# ---- spi_slave_rx_flat ----
spi_slave_rx_flat/registers.png
(8 px per µm)
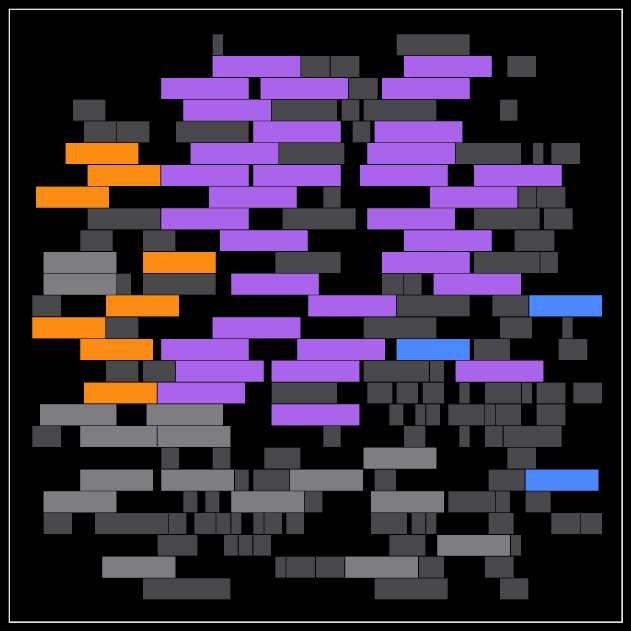

--- src/rtl/spi_pkg.sv ---
// Shared types and sizing helpers for the oversampled SPI slave receiver.
package spi_pkg;

  typedef enum logic [1:0] {
    MODE0 = 2'd0,
    MODE1 = 2'd1,
    MODE2 = 2'd2,
    MODE3 = 2'd3
  } spi_mode_t;

  function automatic spi_mode_t mode_of(input int cpol, input int cpha);
    return spi_mode_t'({cpol[0], cpha[0]});
  endfunction

  // Modes 0 and 3 sample on the rising edge, modes 1 and 2 on the falling edge.
  function automatic bit sample_on_rise(input int cpol, input int cpha);
    return (cpol[0] == cpha[0]);
  endfunction

  function automatic int cnt_width(input int width);
    return $clog2(width);
  endfunction

  function automatic int ptr_width(input int depth);
    return $clog2(depth) + 1;
  endfunction

endpackage

--- src/rtl/spi_slave_rx_if.sv ---
// Received-word stream: the receiver drives data/valid (master), the consumer drives ready (slave).
interface spi_slave_rx_if #(
  parameter int WIDTH = 8
) ();

  logic [WIDTH-1:0] out_data;
  logic             out_valid;
  logic             out_ready;

  modport master (
    output out_data,
    output out_valid,
    input  out_ready
  );

  modport slave (
    input  out_data,
    input  out_valid,
    output out_ready
  );

endinterface

--- src/rtl/spi_rx_fifo.sv ---
// Synchronous FIFO, no bypass: a pushed word is visible one clk later; a push when full is refused
// unless a pop happens in the same cycle. Pointers carry one wrap bit for full/empty.
module spi_rx_fifo
  import spi_pkg::*;
#(
  parameter int WIDTH = 8,
  parameter int DEPTH = 4
) (
  input  logic                         clk,
  input  logic                         rst_n,
  input  logic                         push_i,
  input  logic [WIDTH-1:0]             push_data_i,
  input  logic                         pop_i,
  output logic [WIDTH-1:0]             head_o,
  output logic                         full_o,
  output logic                         empty_o,
  output logic [$clog2(DEPTH+1)-1:0]   level_o
);

  localparam int PTR_W = ptr_width(DEPTH);
  localparam int AW    = PTR_W - 1;
  localparam int LVL_W = $clog2(DEPTH + 1);

  logic [WIDTH-1:0] mem_q [DEPTH];
  logic [PTR_W-1:0] wr_q, wr_d;
  logic [PTR_W-1:0] rd_q, rd_d;
  logic             do_push;
  logic             do_pop;

  assign empty_o = (wr_q == rd_q);
  assign full_o  = (wr_q[AW] != rd_q[AW]) && (wr_q[AW-1:0] == rd_q[AW-1:0]);
  assign level_o = LVL_W'(wr_q - rd_q);
  assign head_o  = empty_o ? '0 : mem_q[rd_q[AW-1:0]];

  // A pop frees the head slot in the same cycle, so a full FIFO may accept a push alongside it.
  assign do_pop  = pop_i & ~empty_o;
  assign do_push = push_i & (~full_o | do_pop);

  always_comb begin
    wr_d = wr_q + PTR_W'(do_push);
    rd_d = rd_q + PTR_W'(do_pop);
  end

  always_ff @(posedge clk or negedge rst_n) begin
    if (!rst_n) begin
      wr_q <= '0;
      rd_q <= '0;
    end else begin
      wr_q <= wr_d;
      rd_q <= rd_d;
    end
  end

  always_ff @(posedge clk) begin
    if (do_push) begin
      mem_q[wr_q[AW-1:0]] <= push_data_i;
    end
  end

endmodule

--- src/rtl/spi_slave_rx.sv ---
// Oversampled SPI slave receiver: words reach out_valid SYNC_STAGES+2 clk after the last sample edge;
// a full FIFO drops the word and sets sticky overrun. SPI_RX_FRAME_ERR_EN adds the frame_err pulse.
module spi_slave_rx
  import spi_pkg::*;
#(
  parameter int WIDTH       = 8,
  parameter int DEPTH       = 4,
  parameter int CPOL        = 0,
  parameter int CPHA        = 0,
  parameter int MSB_FIRST   = 1,
  parameter int SYNC_STAGES = 2
) (
  input  logic                       clk,
  input  logic                       rst_n,
  input  logic                       spi_sck,
  input  logic                       spi_csn,
  input  logic                       spi_sdi,
  spi_slave_rx_if.master             out_if,
  output logic [$clog2(DEPTH+1)-1:0] level,
  output logic                       busy,
  output logic                       overrun,
  input  logic                       overrun_clr
`ifdef SPI_RX_FRAME_ERR_EN
  ,
  output logic                       frame_err
`endif
);

  localparam int                     CNT_W       = cnt_width(WIDTH);
  localparam bit                     SAMPLE_RISE = sample_on_rise(CPOL, CPHA);
  localparam logic [CNT_W-1:0]       LAST_BIT    = CNT_W'(WIDTH - 1);
  localparam logic                   SCK_IDLE    = (CPOL != 0);

  logic [SYNC_STAGES-1:0] sck_sync_q;
  logic [SYNC_STAGES-1:0] csn_sync_q;
  logic [SYNC_STAGES-1:0] sdi_sync_q;
  logic                   sck_prev_q;
  logic                   csn_prev_q;

  logic                   sck_s, csn_s, sdi_s;
  logic                   sck_rise, sck_fall, sample_edge;
  logic                   csn_fall;

  logic [CNT_W-1:0]       cnt_q, cnt_d, cnt_cur;
  logic [WIDTH-1:0]       shift_q, shift_d, shift_nxt;
  logic                   push_q, push_d;
  logic                   overrun_q, overrun_d;

  logic [WIDTH-1:0]       fifo_head;
  logic                   fifo_full;
  logic                   fifo_empty;
  logic                   pop;
  logic                   drop;

  // Equal-depth chains keep csn/sdi aligned with sck after synchronisation.
  always_ff @(posedge clk or negedge rst_n) begin
    if (!rst_n) begin
      sck_sync_q <= {SYNC_STAGES{SCK_IDLE}};
      csn_sync_q <= '1;
      sdi_sync_q <= '0;
      sck_prev_q <= SCK_IDLE;
      csn_prev_q <= 1'b1;
    end else begin
      sck_sync_q <= {sck_sync_q[SYNC_STAGES-2:0], spi_sck};
      csn_sync_q <= {csn_sync_q[SYNC_STAGES-2:0], spi_csn};
      sdi_sync_q <= {sdi_sync_q[SYNC_STAGES-2:0], spi_sdi};
      sck_prev_q <= sck_s;
      csn_prev_q <= csn_s;
    end
  end

  assign sck_s       = sck_sync_q[SYNC_STAGES-1];
  assign csn_s       = csn_sync_q[SYNC_STAGES-1];
  assign sdi_s       = sdi_sync_q[SYNC_STAGES-1];
  assign sck_rise    = sck_s & ~sck_prev_q;
  assign sck_fall    = ~sck_s & sck_prev_q;
  assign sample_edge = SAMPLE_RISE ? sck_rise : sck_fall;
  assign csn_fall    = ~csn_s & csn_prev_q;
  assign busy        = ~csn_s;

  always_comb begin
    shift_nxt = shift_q;
    if (MSB_FIRST != 0) begin
      shift_nxt = {shift_q[WIDTH-2:0], sdi_s};
    end else begin
      shift_nxt = {sdi_s, shift_q[WIDTH-1:1]};
    end
  end

`ifdef SPI_RX_FRAME_ERR_EN
  logic ferr_q, ferr_d;
  logic csn_rise;

  assign csn_rise  = csn_s & ~csn_prev_q;
  assign frame_err = ferr_q;
`endif

  always_comb begin
    cnt_d   = cnt_q;
    shift_d = shift_q;
    push_d  = 1'b0;
    cnt_cur = csn_fall ? '0 : cnt_q;
`ifdef SPI_RX_FRAME_ERR_EN
    ferr_d  = 1'b0;
`endif
    if (csn_s) begin
      // Deselected: any partial word is abandoned by holding the counter at zero.
      cnt_d = '0;
`ifdef SPI_RX_FRAME_ERR_EN
      ferr_d = csn_rise && (cnt_q != '0);
`endif
    end else begin
      cnt_d = cnt_cur;
      if (sample_edge) begin
        shift_d = shift_nxt;
        if (cnt_cur == LAST_BIT) begin
          cnt_d  = '0;
          push_d = 1'b1;
        end else begin
          cnt_d = cnt_cur + CNT_W'(1);
        end
      end
    end
  end

  // shift_q is stable in the push cycle because sample edges are at least four clk apart.
  always_ff @(posedge clk or negedge rst_n) begin
    if (!rst_n) begin
      cnt_q     <= '0;
      shift_q   <= '0;
      push_q    <= 1'b0;
      overrun_q <= 1'b0;
`ifdef SPI_RX_FRAME_ERR_EN
      ferr_q    <= 1'b0;
`endif
    end else begin
      cnt_q     <= cnt_d;
      shift_q   <= shift_d;
      push_q    <= push_d;
      overrun_q <= overrun_d;
`ifdef SPI_RX_FRAME_ERR_EN
      ferr_q    <= ferr_d;
`endif
    end
  end

  assign pop  = out_if.out_valid & out_if.out_ready;
  assign drop = push_q & fifo_full & ~pop;

  // A drop in the same cycle as a clear request keeps the flag set.
  assign overrun_d = drop | (overrun_q & ~overrun_clr);
  assign overrun   = overrun_q;

  spi_rx_fifo #(
    .WIDTH (WIDTH),
    .DEPTH (DEPTH)
  ) u_fifo (
    .clk         (clk),
    .rst_n       (rst_n),
    .push_i      (push_q),
    .push_data_i (shift_q),
    .pop_i       (pop),
    .head_o      (fifo_head),
    .full_o      (fifo_full),
    .empty_o     (fifo_empty),
    .level_o     (level)
  );

  assign out_if.out_data  = fifo_head;
  assign out_if.out_valid = ~fifo_empty;

endmodule

--- src/flat_wrapper.sv ---
// flat-port wrapper written by rule: the top's interface ports become plain ports
module spi_slave_rx_flat import spi_pkg::*;
#(
  parameter int WIDTH       = 8,
  parameter int DEPTH       = 4,
  parameter int CPOL        = 0,
  parameter int CPHA        = 0,
  parameter int MSB_FIRST   = 1,
  parameter int SYNC_STAGES = 2
)
  (clk, rst_n, spi_sck, spi_csn, spi_sdi, level, busy, overrun, overrun_clr, out_if_out_data, out_if_out_valid, out_if_out_ready);
  spi_slave_rx_if #(.WIDTH(WIDTH)) out_if_i ();
  input  logic clk;
  input  logic rst_n;
  input  logic spi_sck;
  input  logic spi_csn;
  input  logic spi_sdi;
  output logic [$clog2(DEPTH+1)-1:0] level;
  output logic busy;
  output logic overrun;
  input  logic overrun_clr;
  output wire logic [$bits(out_if_i.out_data)-1:0] out_if_out_data;
  output wire logic [$bits(out_if_i.out_valid)-1:0] out_if_out_valid;
  input wire logic [$bits(out_if_i.out_ready)-1:0] out_if_out_ready;
  assign out_if_out_data = out_if_i.out_data;
  assign out_if_out_valid = out_if_i.out_valid;
  assign out_if_i.out_ready = out_if_out_ready;
  spi_slave_rx #(.WIDTH(WIDTH), .DEPTH(DEPTH), .CPOL(CPOL), .CPHA(CPHA), .MSB_FIRST(MSB_FIRST), .SYNC_STAGES(SYNC_STAGES)) u_core (.clk(clk), .rst_n(rst_n), .spi_sck(spi_sck), .spi_csn(spi_csn), .spi_sdi(spi_sdi), .out_if(out_if_i), .level(level), .busy(busy), .overrun(overrun), .overrun_clr(overrun_clr));
endmodule
--- config.mk ---
export PLATFORM = sky130hd
export DESIGN_NAME = spi_slave_rx_flat
export DESIGN_NICKNAME = d
export VERILOG_FILES = /design/src/rtl/spi_pkg.sv /design/src/rtl/spi_slave_rx_if.sv /design/src/rtl/spi_rx_fifo.sv /design/src/rtl/spi_slave_rx.sv /design/src/flat_wrapper.sv
export SDC_FILE = /design/constraint.sdc
export NUM_CORES = 1
export LEC_CHECK = 0
export CORE_MARGIN = 2
export CORE_UTILIZATION = 45
export CTS_BUF_LIST = sky130_fd_sc_hd__clkbuf_16
export CTS_CLUSTER_DIAMETER = 80
export DETAILED_ROUTE_END_ITERATION = 16
export SYNTH_ARGS = -nofsm -noshare
export SYNTH_HDL_FRONTEND = slang
export SYNTH_SLANG_ARGS = --single-unit
--- constraint.sdc ---
create_clock -name clk -period 6.2 [get_ports clk]
set_clock_uncertainty 0.05 [all_clocks]
set_input_delay 1.24 -clock clk [delete_from_list [all_inputs] [get_ports clk]]
set_output_delay 1.24 -clock clk [all_outputs]
set_load 0.1 [all_outputs]
# ---- sr_button_pulse_gen ----
===== src/rtl/sr_input_pkg.sv =====
// Shared constants and types for the SR flop input-conditioning slice.
// Optional build macro: SR_CONFLICT_BLOCK_EN (see sr_button_pulse_gen).
package sr_input_pkg;

    localparam int DEFAULT_STABLE_COUNT = 1000000;
    localparam int DEFAULT_CNT_WIDTH    = 20;
    localparam int SIM_STABLE_COUNT     = 4;

    // One debounced channel as seen by the top level
    typedef struct packed {
        logic level;
        logic rise;
    } deb_t;

endpackage


===== src/rtl/debounce_core.sv =====
// Two-flop synchroniser, stability counter and debounced level for one button.
// rise is the strobe for the edge at which level will switch from 0 to 1.
module debounce_core
    import sr_input_pkg::*;
#(
    parameter int STABLE_COUNT = DEFAULT_STABLE_COUNT,
    parameter int CNT_WIDTH    = DEFAULT_CNT_WIDTH
) (
    input  logic clk,
    input  logic rst_n,
    input  logic din,
    output logic level,
    output logic rise
);

    localparam logic [CNT_WIDTH-1:0] LAST = CNT_WIDTH'(STABLE_COUNT - 1);

    logic                 sync1;
    logic                 sync2;
    logic [CNT_WIDTH-1:0] cnt;
    logic                 flip;

    assign flip = (sync2 != level) && (cnt == LAST);
    // Lets the top register its pulse on the same edge the level rises
    assign rise = flip & ~level;

    always_ff @(posedge clk) begin
        if (!rst_n) begin
            sync1 <= 1'b0;
            sync2 <= 1'b0;
            cnt   <= '0;
            level <= 1'b0;
        end else begin
            sync1 <= din;
            sync2 <= sync1;
            if (sync2 == level) begin
                cnt <= '0;
            end else if (flip) begin
                cnt   <= '0;
                level <= ~level;
            end else begin
                cnt <= cnt + 1'b1;
            end
        end
    end

endmodule


===== src/rtl/sr_button_pulse_gen.sv =====
// Debounced set/reset buttons to one-cycle S/R pulses for the SR flop.
// SR_CONFLICT_BLOCK_EN: simultaneous rises give conflict=1 instead of S.
module sr_button_pulse_gen
    import sr_input_pkg::*;
#(
    parameter int STABLE_COUNT = DEFAULT_STABLE_COUNT,
    parameter int CNT_WIDTH    = DEFAULT_CNT_WIDTH
) (
    input  logic clk,
    input  logic rst_n,
    input  logic btn_set,
    input  logic btn_reset,
    output logic S,
    output logic R,
    output logic set_level,
    output logic reset_level,
    output logic conflict
);

    deb_t ch_set;
    deb_t ch_rst;
    logic s_nxt;
    logic r_nxt;
    logic c_nxt;

    debounce_core #(
        .STABLE_COUNT (STABLE_COUNT),
        .CNT_WIDTH    (CNT_WIDTH)
    ) u_set (
        .clk   (clk),
        .rst_n (rst_n),
        .din   (btn_set),
        .level (ch_set.level),
        .rise  (ch_set.rise)
    );

    debounce_core #(
        .STABLE_COUNT (STABLE_COUNT),
        .CNT_WIDTH    (CNT_WIDTH)
    ) u_rst (
        .clk   (clk),
        .rst_n (rst_n),
        .din   (btn_reset),
        .level (ch_rst.level),
        .rise  (ch_rst.rise)
    );

    assign set_level   = ch_set.level;
    assign reset_level = ch_rst.level;

    always_comb begin
        s_nxt = ch_set.rise;
        r_nxt = ch_rst.rise & ~ch_set.rise;
        c_nxt = 1'b0;
`ifdef SR_CONFLICT_BLOCK_EN
        // Both rising together: leave the flop alone and flag it
        if (ch_set.rise && ch_rst.rise) begin
            s_nxt = 1'b0;
            c_nxt = 1'b1;
        end
`endif
    end

    always_ff @(posedge clk) begin
        if (!rst_n) begin
            S        <= 1'b0;
            R        <= 1'b0;
            conflict <= 1'b0;
        end else begin
            S        <= s_nxt;
            R        <= r_nxt;
            conflict <= c_nxt;
        end
    end

endmodule

===== config.mk =====
export PLATFORM = sky130hd
export DESIGN_NAME = sr_button_pulse_gen
export DESIGN_NICKNAME = d
export VERILOG_FILES = /design/src/rtl/sr_input_pkg.sv /design/src/rtl/debounce_core.sv /design/src/rtl/sr_button_pulse_gen.sv
export SDC_FILE = /design/constraint.sdc
export NUM_CORES = 1
export LEC_CHECK = 0
export CAP_MARGIN = 15
export CORE_MARGIN = 5
export CORE_UTILIZATION = 32
export DETAILED_ROUTE_END_ITERATION = 10
export MAX_ROUTING_LAYER = met4
export SYNTH_ARGS = -nofsm -noshare
export SYNTH_HDL_FRONTEND = slang
export SYNTH_HIERARCHICAL = 1
export SYNTH_SLANG_ARGS = --single-unit
export TNS_END_PERCENT = 30

===== constraint.sdc =====
create_clock -name clk -period 1.8 [get_ports clk]
set_input_delay 0.18 -clock clk [delete_from_list [all_inputs] [get_ports clk]]
set_output_delay 0.18 -clock clk [all_outputs]
set_load 0.01 [all_outputs]

# ---- banco_registradores_wb_flat ----
[src/rtl/banco_registradores_wb_if.sv]
// Decode / write-back bus of the MIPS register file: read ports, write-back strobe,
// issue request and the scoreboard status returned to decode.
interface banco_registradores_wb_if #(
    parameter int AW = 5,
    parameter int DW = 32
);
    logic [AW-1:0] rs_addr;
    logic [AW-1:0] rt_addr;
    logic [DW-1:0] rs_data;
    logic [DW-1:0] rt_data;
    logic          RegWrite;
    logic [AW-1:0] reg_destino;
    logic [DW-1:0] dado_escrita;
    logic          issue_valid;
    logic [AW-1:0] issue_dest;
    logic          stall;
    logic [5:0]    pend_count;

    modport master (
        output rs_addr, rt_addr, RegWrite, reg_destino, dado_escrita,
               issue_valid, issue_dest,
        input  rs_data, rt_data, stall, pend_count
    );

    modport slave (
        input  rs_addr, rt_addr, RegWrite, reg_destino, dado_escrita,
               issue_valid, issue_dest,
        output rs_data, rt_data, stall, pend_count
    );
endinterface

[src/rtl/banco_registradores_wb.sv]
// 32x32 MIPS register file with pending-write scoreboard and decode stall.
// Optional macro BANCO_FORWARD_EN: write-through of same-cycle write-back to the read ports.
module banco_registradores_wb #(
    parameter int NREG   = 32,
    parameter int DWIDTH = 32
) (
    input  logic                     clock,
    input  logic                     reset,
    banco_registradores_wb_if.slave  bus
);
    localparam int AW = $clog2(NREG);

    logic [DWIDTH-1:0] r_regs [NREG];
    logic [NREG-1:0]   r_pending;
    logic [5:0]        r_pendCount;

    logic              w_write;
    logic              w_issue;
    logic              w_rsBusy;
    logic              w_rtBusy;
    logic [NREG-1:0]   w_pendingNext;
    logic [5:0]        w_popCount;
    logic [DWIDTH-1:0] w_rsData;
    logic [DWIDTH-1:0] w_rtData;

    assign w_write = bus.RegWrite && (bus.reg_destino != '0);
    assign w_issue = bus.issue_valid && !bus.stall && (bus.issue_dest != '0);

    // A register being written back this cycle is still busy unless forwarding is built in.
    always_comb begin
        w_rsBusy = r_pending[bus.rs_addr] && (bus.rs_addr != '0);
        w_rtBusy = r_pending[bus.rt_addr] && (bus.rt_addr != '0);
`ifdef BANCO_FORWARD_EN
        if (w_write && (bus.reg_destino == bus.rs_addr)) begin
            w_rsBusy = 1'b0;
        end
        if (w_write && (bus.reg_destino == bus.rt_addr)) begin
            w_rtBusy = 1'b0;
        end
`endif
    end

    always_comb begin
        w_rsData = (bus.rs_addr == '0) ? '0 : r_regs[bus.rs_addr];
        w_rtData = (bus.rt_addr == '0) ? '0 : r_regs[bus.rt_addr];
`ifdef BANCO_FORWARD_EN
        if (w_write && (bus.reg_destino == bus.rs_addr)) begin
            w_rsData = bus.dado_escrita;
        end
        if (w_write && (bus.reg_destino == bus.rt_addr)) begin
            w_rtData = bus.dado_escrita;
        end
`endif
    end

    // Clear first so that a same-cycle issue to the same index (the newer producer) wins.
    always_comb begin
        w_pendingNext = r_pending;
        if (w_write) begin
            w_pendingNext[bus.reg_destino] = 1'b0;
        end
        if (w_issue) begin
            w_pendingNext[bus.issue_dest] = 1'b1;
        end
        w_pendingNext[0] = 1'b0;
    end

    always_comb begin
        w_popCount = '0;
        for (int i = 1; i < NREG; i++) begin
            w_popCount = w_popCount + 6'(w_pendingNext[i]);
        end
    end

    always_ff @(posedge clock) begin
        if (reset) begin
            for (int i = 0; i < NREG; i++) begin
                r_regs[i] <= '0;
            end
            r_pending   <= '0;
            r_pendCount <= '0;
        end else begin
            if (w_write) begin
                r_regs[bus.reg_destino] <= bus.dado_escrita;
            end
            r_pending   <= w_pendingNext;
            r_pendCount <= w_popCount;
        end
    end

    assign bus.rs_data    = w_rsData;
    assign bus.rt_data    = w_rtData;
    assign bus.stall      = w_rsBusy | w_rtBusy;
    assign bus.pend_count = r_pendCount;

    logic [AW-1:0] w_unusedAw;
    assign w_unusedAw = '0;
endmodule
[src/flat_wrapper.sv]
// flat-port wrapper written by rule: the top's interface ports become plain ports
module banco_registradores_wb_flat 
#(
    parameter int NREG   = 32,
    parameter int DWIDTH = 32
)
  (clock, reset, bus_rs_addr, bus_rt_addr, bus_RegWrite, bus_reg_destino, bus_dado_escrita, bus_issue_valid, bus_issue_dest, bus_rs_data, bus_rt_data, bus_stall, bus_pend_count);
  banco_registradores_wb_if bus_i ();
  input  logic clock;
  input  logic reset;
  input wire logic [$bits(bus_i.rs_addr)-1:0] bus_rs_addr;
  input wire logic [$bits(bus_i.rt_addr)-1:0] bus_rt_addr;
  input wire logic [$bits(bus_i.RegWrite)-1:0] bus_RegWrite;
  input wire logic [$bits(bus_i.reg_destino)-1:0] bus_reg_destino;
  input wire logic [$bits(bus_i.dado_escrita)-1:0] bus_dado_escrita;
  input wire logic [$bits(bus_i.issue_valid)-1:0] bus_issue_valid;
  input wire logic [$bits(bus_i.issue_dest)-1:0] bus_issue_dest;
  output wire logic [$bits(bus_i.rs_data)-1:0] bus_rs_data;
  output wire logic [$bits(bus_i.rt_data)-1:0] bus_rt_data;
  output wire logic [$bits(bus_i.stall)-1:0] bus_stall;
  output wire logic [$bits(bus_i.pend_count)-1:0] bus_pend_count;
  assign bus_i.rs_addr = bus_rs_addr;
  assign bus_i.rt_addr = bus_rt_addr;
  assign bus_i.RegWrite = bus_RegWrite;
  assign bus_i.reg_destino = bus_reg_destino;
  assign bus_i.dado_escrita = bus_dado_escrita;
  assign bus_i.issue_valid = bus_issue_valid;
  assign bus_i.issue_dest = bus_issue_dest;
  assign bus_rs_data = bus_i.rs_data;
  assign bus_rt_data = bus_i.rt_data;
  assign bus_stall = bus_i.stall;
  assign bus_pend_count = bus_i.pend_count;
  banco_registradores_wb #(.NREG(NREG), .DWIDTH(DWIDTH)) u_core (.clock(clock), .reset(reset), .bus(bus_i));
endmodule
[config.mk]
export PLATFORM = sky130hd
export DESIGN_NAME = banco_registradores_wb_flat
export DESIGN_NICKNAME = d
export VERILOG_FILES = /design/src/rtl/banco_registradores_wb_if.sv /design/src/rtl/banco_registradores_wb.sv /design/src/flat_wrapper.sv
export SDC_FILE = /design/constraint.sdc
export NUM_CORES = 2
export LEC_CHECK = 0
export CORE_ASPECT_RATIO = 1.5
export CORE_UTILIZATION = 68
export CTS_CLUSTER_DIAMETER = 40
export DETAILED_ROUTE_END_ITERATION = 8
export PLACE_DENSITY = 0.85
export SKIP_CTS_REPAIR_TIMING = 1
export SYNTH_ARGS = -nofsm -noshare
export SYNTH_HDL_FRONTEND = slang
export SYNTH_SLANG_ARGS = --single-unit
[constraint.sdc]
create_clock -name clock -period 13.95 [get_ports clock]
set_clock_uncertainty 0.2 [all_clocks]
set_input_delay 1.395 -clock clock [delete_from_list [all_inputs] [get_ports clock]]
set_output_delay 1.395 -clock clock [all_outputs]
set_load 0.005 [all_outputs]
banco_registradores_wb_flat/met3.png
(1 px per µm)
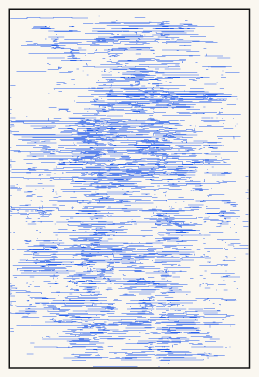
- nets with wire on the layer: 678
- longest straight run: 119 µm
- wire length on this layer: 26.0 mm
via count: 36,732
drt total wl: 181,500 µm
met3 Usage GRT: 12.27%

==> results.sh, banco_registradores_wb_flat <==
# source this file to load flow results
export IMPL_grt_overflow_total=0
export IMPL_worstPathArrival_ps=9010
export IMPL_die_width_um=238.8
export IMPL_syn_area_um2=57190
export IMPL_ys_chip_area_um2=57190
export IMPL_drc=2
export IMPL_crit_start="bus_rs_addr[3]"
export IMPL_max_freq_mhz=115.9
export IMPL_cts_buffers=116
export IMPL_diodes=8
export IMPL_ff_count=1061
export IMPL_met2WireLength_um=87050
export IMPL_yosysUniqueCellTypes=53
export IMPL_synthFlopType="edfxtp_1"
export IMPL_status="finished with violations"
export IMPL_grt_start_max_net_pins=144
export IMPL_ios=127
export IMPL_violations="DRC"
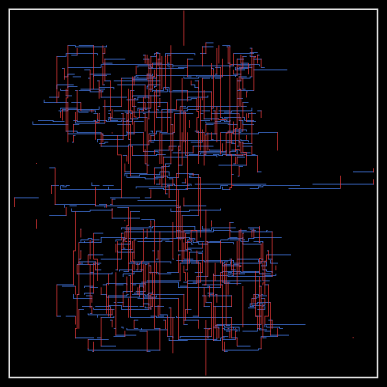
sr_button_pulse_gen/metal_stack.png
(4 px per µm) Only two layers are drawn.
- met1: blue (wire length 2,030 µm)
- met2: red (wire length 1,900 µm)
drt total wl: 4103 µm
via count: 1,761
WL/cell: 11.56 µm

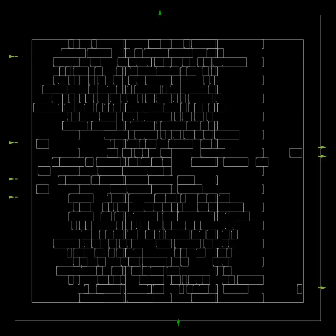
sr_button_pulse_gen/final_placement.png
flop count: 48
Layout Utilization: 40.99%
row cnt: 29
Finished Layout Cells: 355

==> results.sh, sr_button_pulse_gen <==
# source this file to load flow results
export IMPL_status="finished with violations"
export IMPL_violations="setup timing"
export IMPL_drtPass1Iterations=4
export IMPL_path_buffers=1
export IMPL_die_area_um2=8403
export IMPL_yosysUniqueCellTypes=31
export IMPL_mux_share_pct=0
export IMPL_critPathSlowestCell="or4_4"
export IMPL_cp_start_kind="register"
export IMPL_setup_viol=40
export IMPL_diodes=0
export IMPL_critPathMaxStageDelay_ps=580
export IMPL_period_needed_ps=1981
export IMPL_biggestRegsByFlops="u_rst/cnt: 20 flops, u_set/cnt: 20 flops"
export IMPL_warnings=29
export IMPL_ys_chip_area_um2=2135
export IMPL_fin_ws_ps=-181.1
export IMPL_cts_tree="built"
export IMPL_ant_nets=0
export IMPL_synthAoiAreaFrac_pct=9.379
export IMPL_cp_endpoint="u_set/cnt[10]$_SDFF_PP0_"
export IMPL_clkbuf_count=5
export IMPL_drv_slew=0
export IMPL_worstPathMaxFanout=20
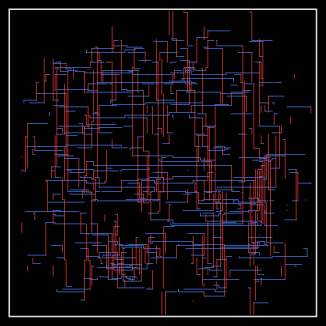
spi_slave_rx_flat/metal_stack.png
(4 px per µm) Only two layers are drawn.
- met1: blue (wire length 1,590 µm)
- met2: red (wire length 1,740 µm)
total track usage: 13.81%
drt total wl: 3602 µm
via count: 1,177
WL/cell: 14.82 µm

## Picture notes: spi_slave_rx_flat/registers.png
- u_core.shift_q: orange (flops 8; where west)
- u_core.u_fifo.rd_q: blue (flops 3)
- u_core.u_fifo.mem_q: purple (flops 32)

==> results.sh, spi_slave_rx_flat <==
# source this file to load flow results
export IMPL_fin_tns_setup_ps=0
export IMPL_path_buffers=2
export IMPL_ant_nets=0
export IMPL_timing_hold_ws_ps=297.5
export IMPL_utilization_pct=58.56
export IMPL_setup_viol=0
export IMPL_synth_flops=59
export IMPL_die_h_um=76.44
export IMPL_period_needed_ps=4194
export IMPL_num_nets_final=184
export IMPL_stdcell_count=243
export IMPL_status="finished clean"
export IMPL_place_congestion=0.7023
export IMPL_yosysWarnings=0
export IMPL_cts_tree="built"
export IMPL_seq_share_pct=55.20
export IMPL_syn_to_final_growth_pct=25.86
export IMPL_clockRootBuffer="clkbuf_16"
export IMPL_core_area_um2=5075
export IMPL_common_cells="edfxtp_1, dfrtp_1, inv_1, nor2b_1"
export IMPL_clock_path_buffers=2
export IMPL_ys_sh_simple_pct=7.790
export IMPL_antenna_found_initial=0
export IMPL_diodes=0


==> notes/layouts.md <==
Pictures saved along the way, in no particular order.

Cell classes on the final placement.
panel A
(3 px per µm)
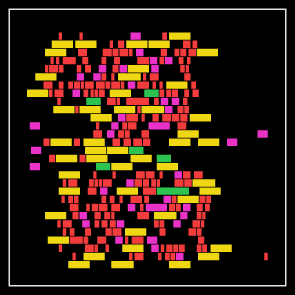
panel B
(1 px per µm)
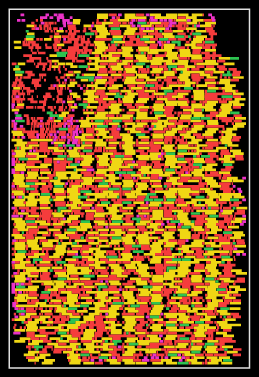
panel C
(4 px per µm)
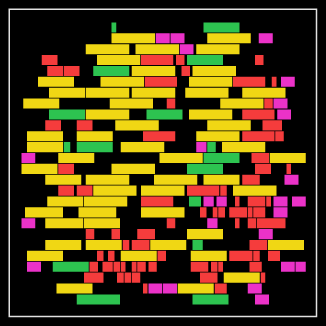
panel A -> sr_button_pulse_gen
panel C -> spi_slave_rx_flat
panel B -> banco_registradores_wb_flat

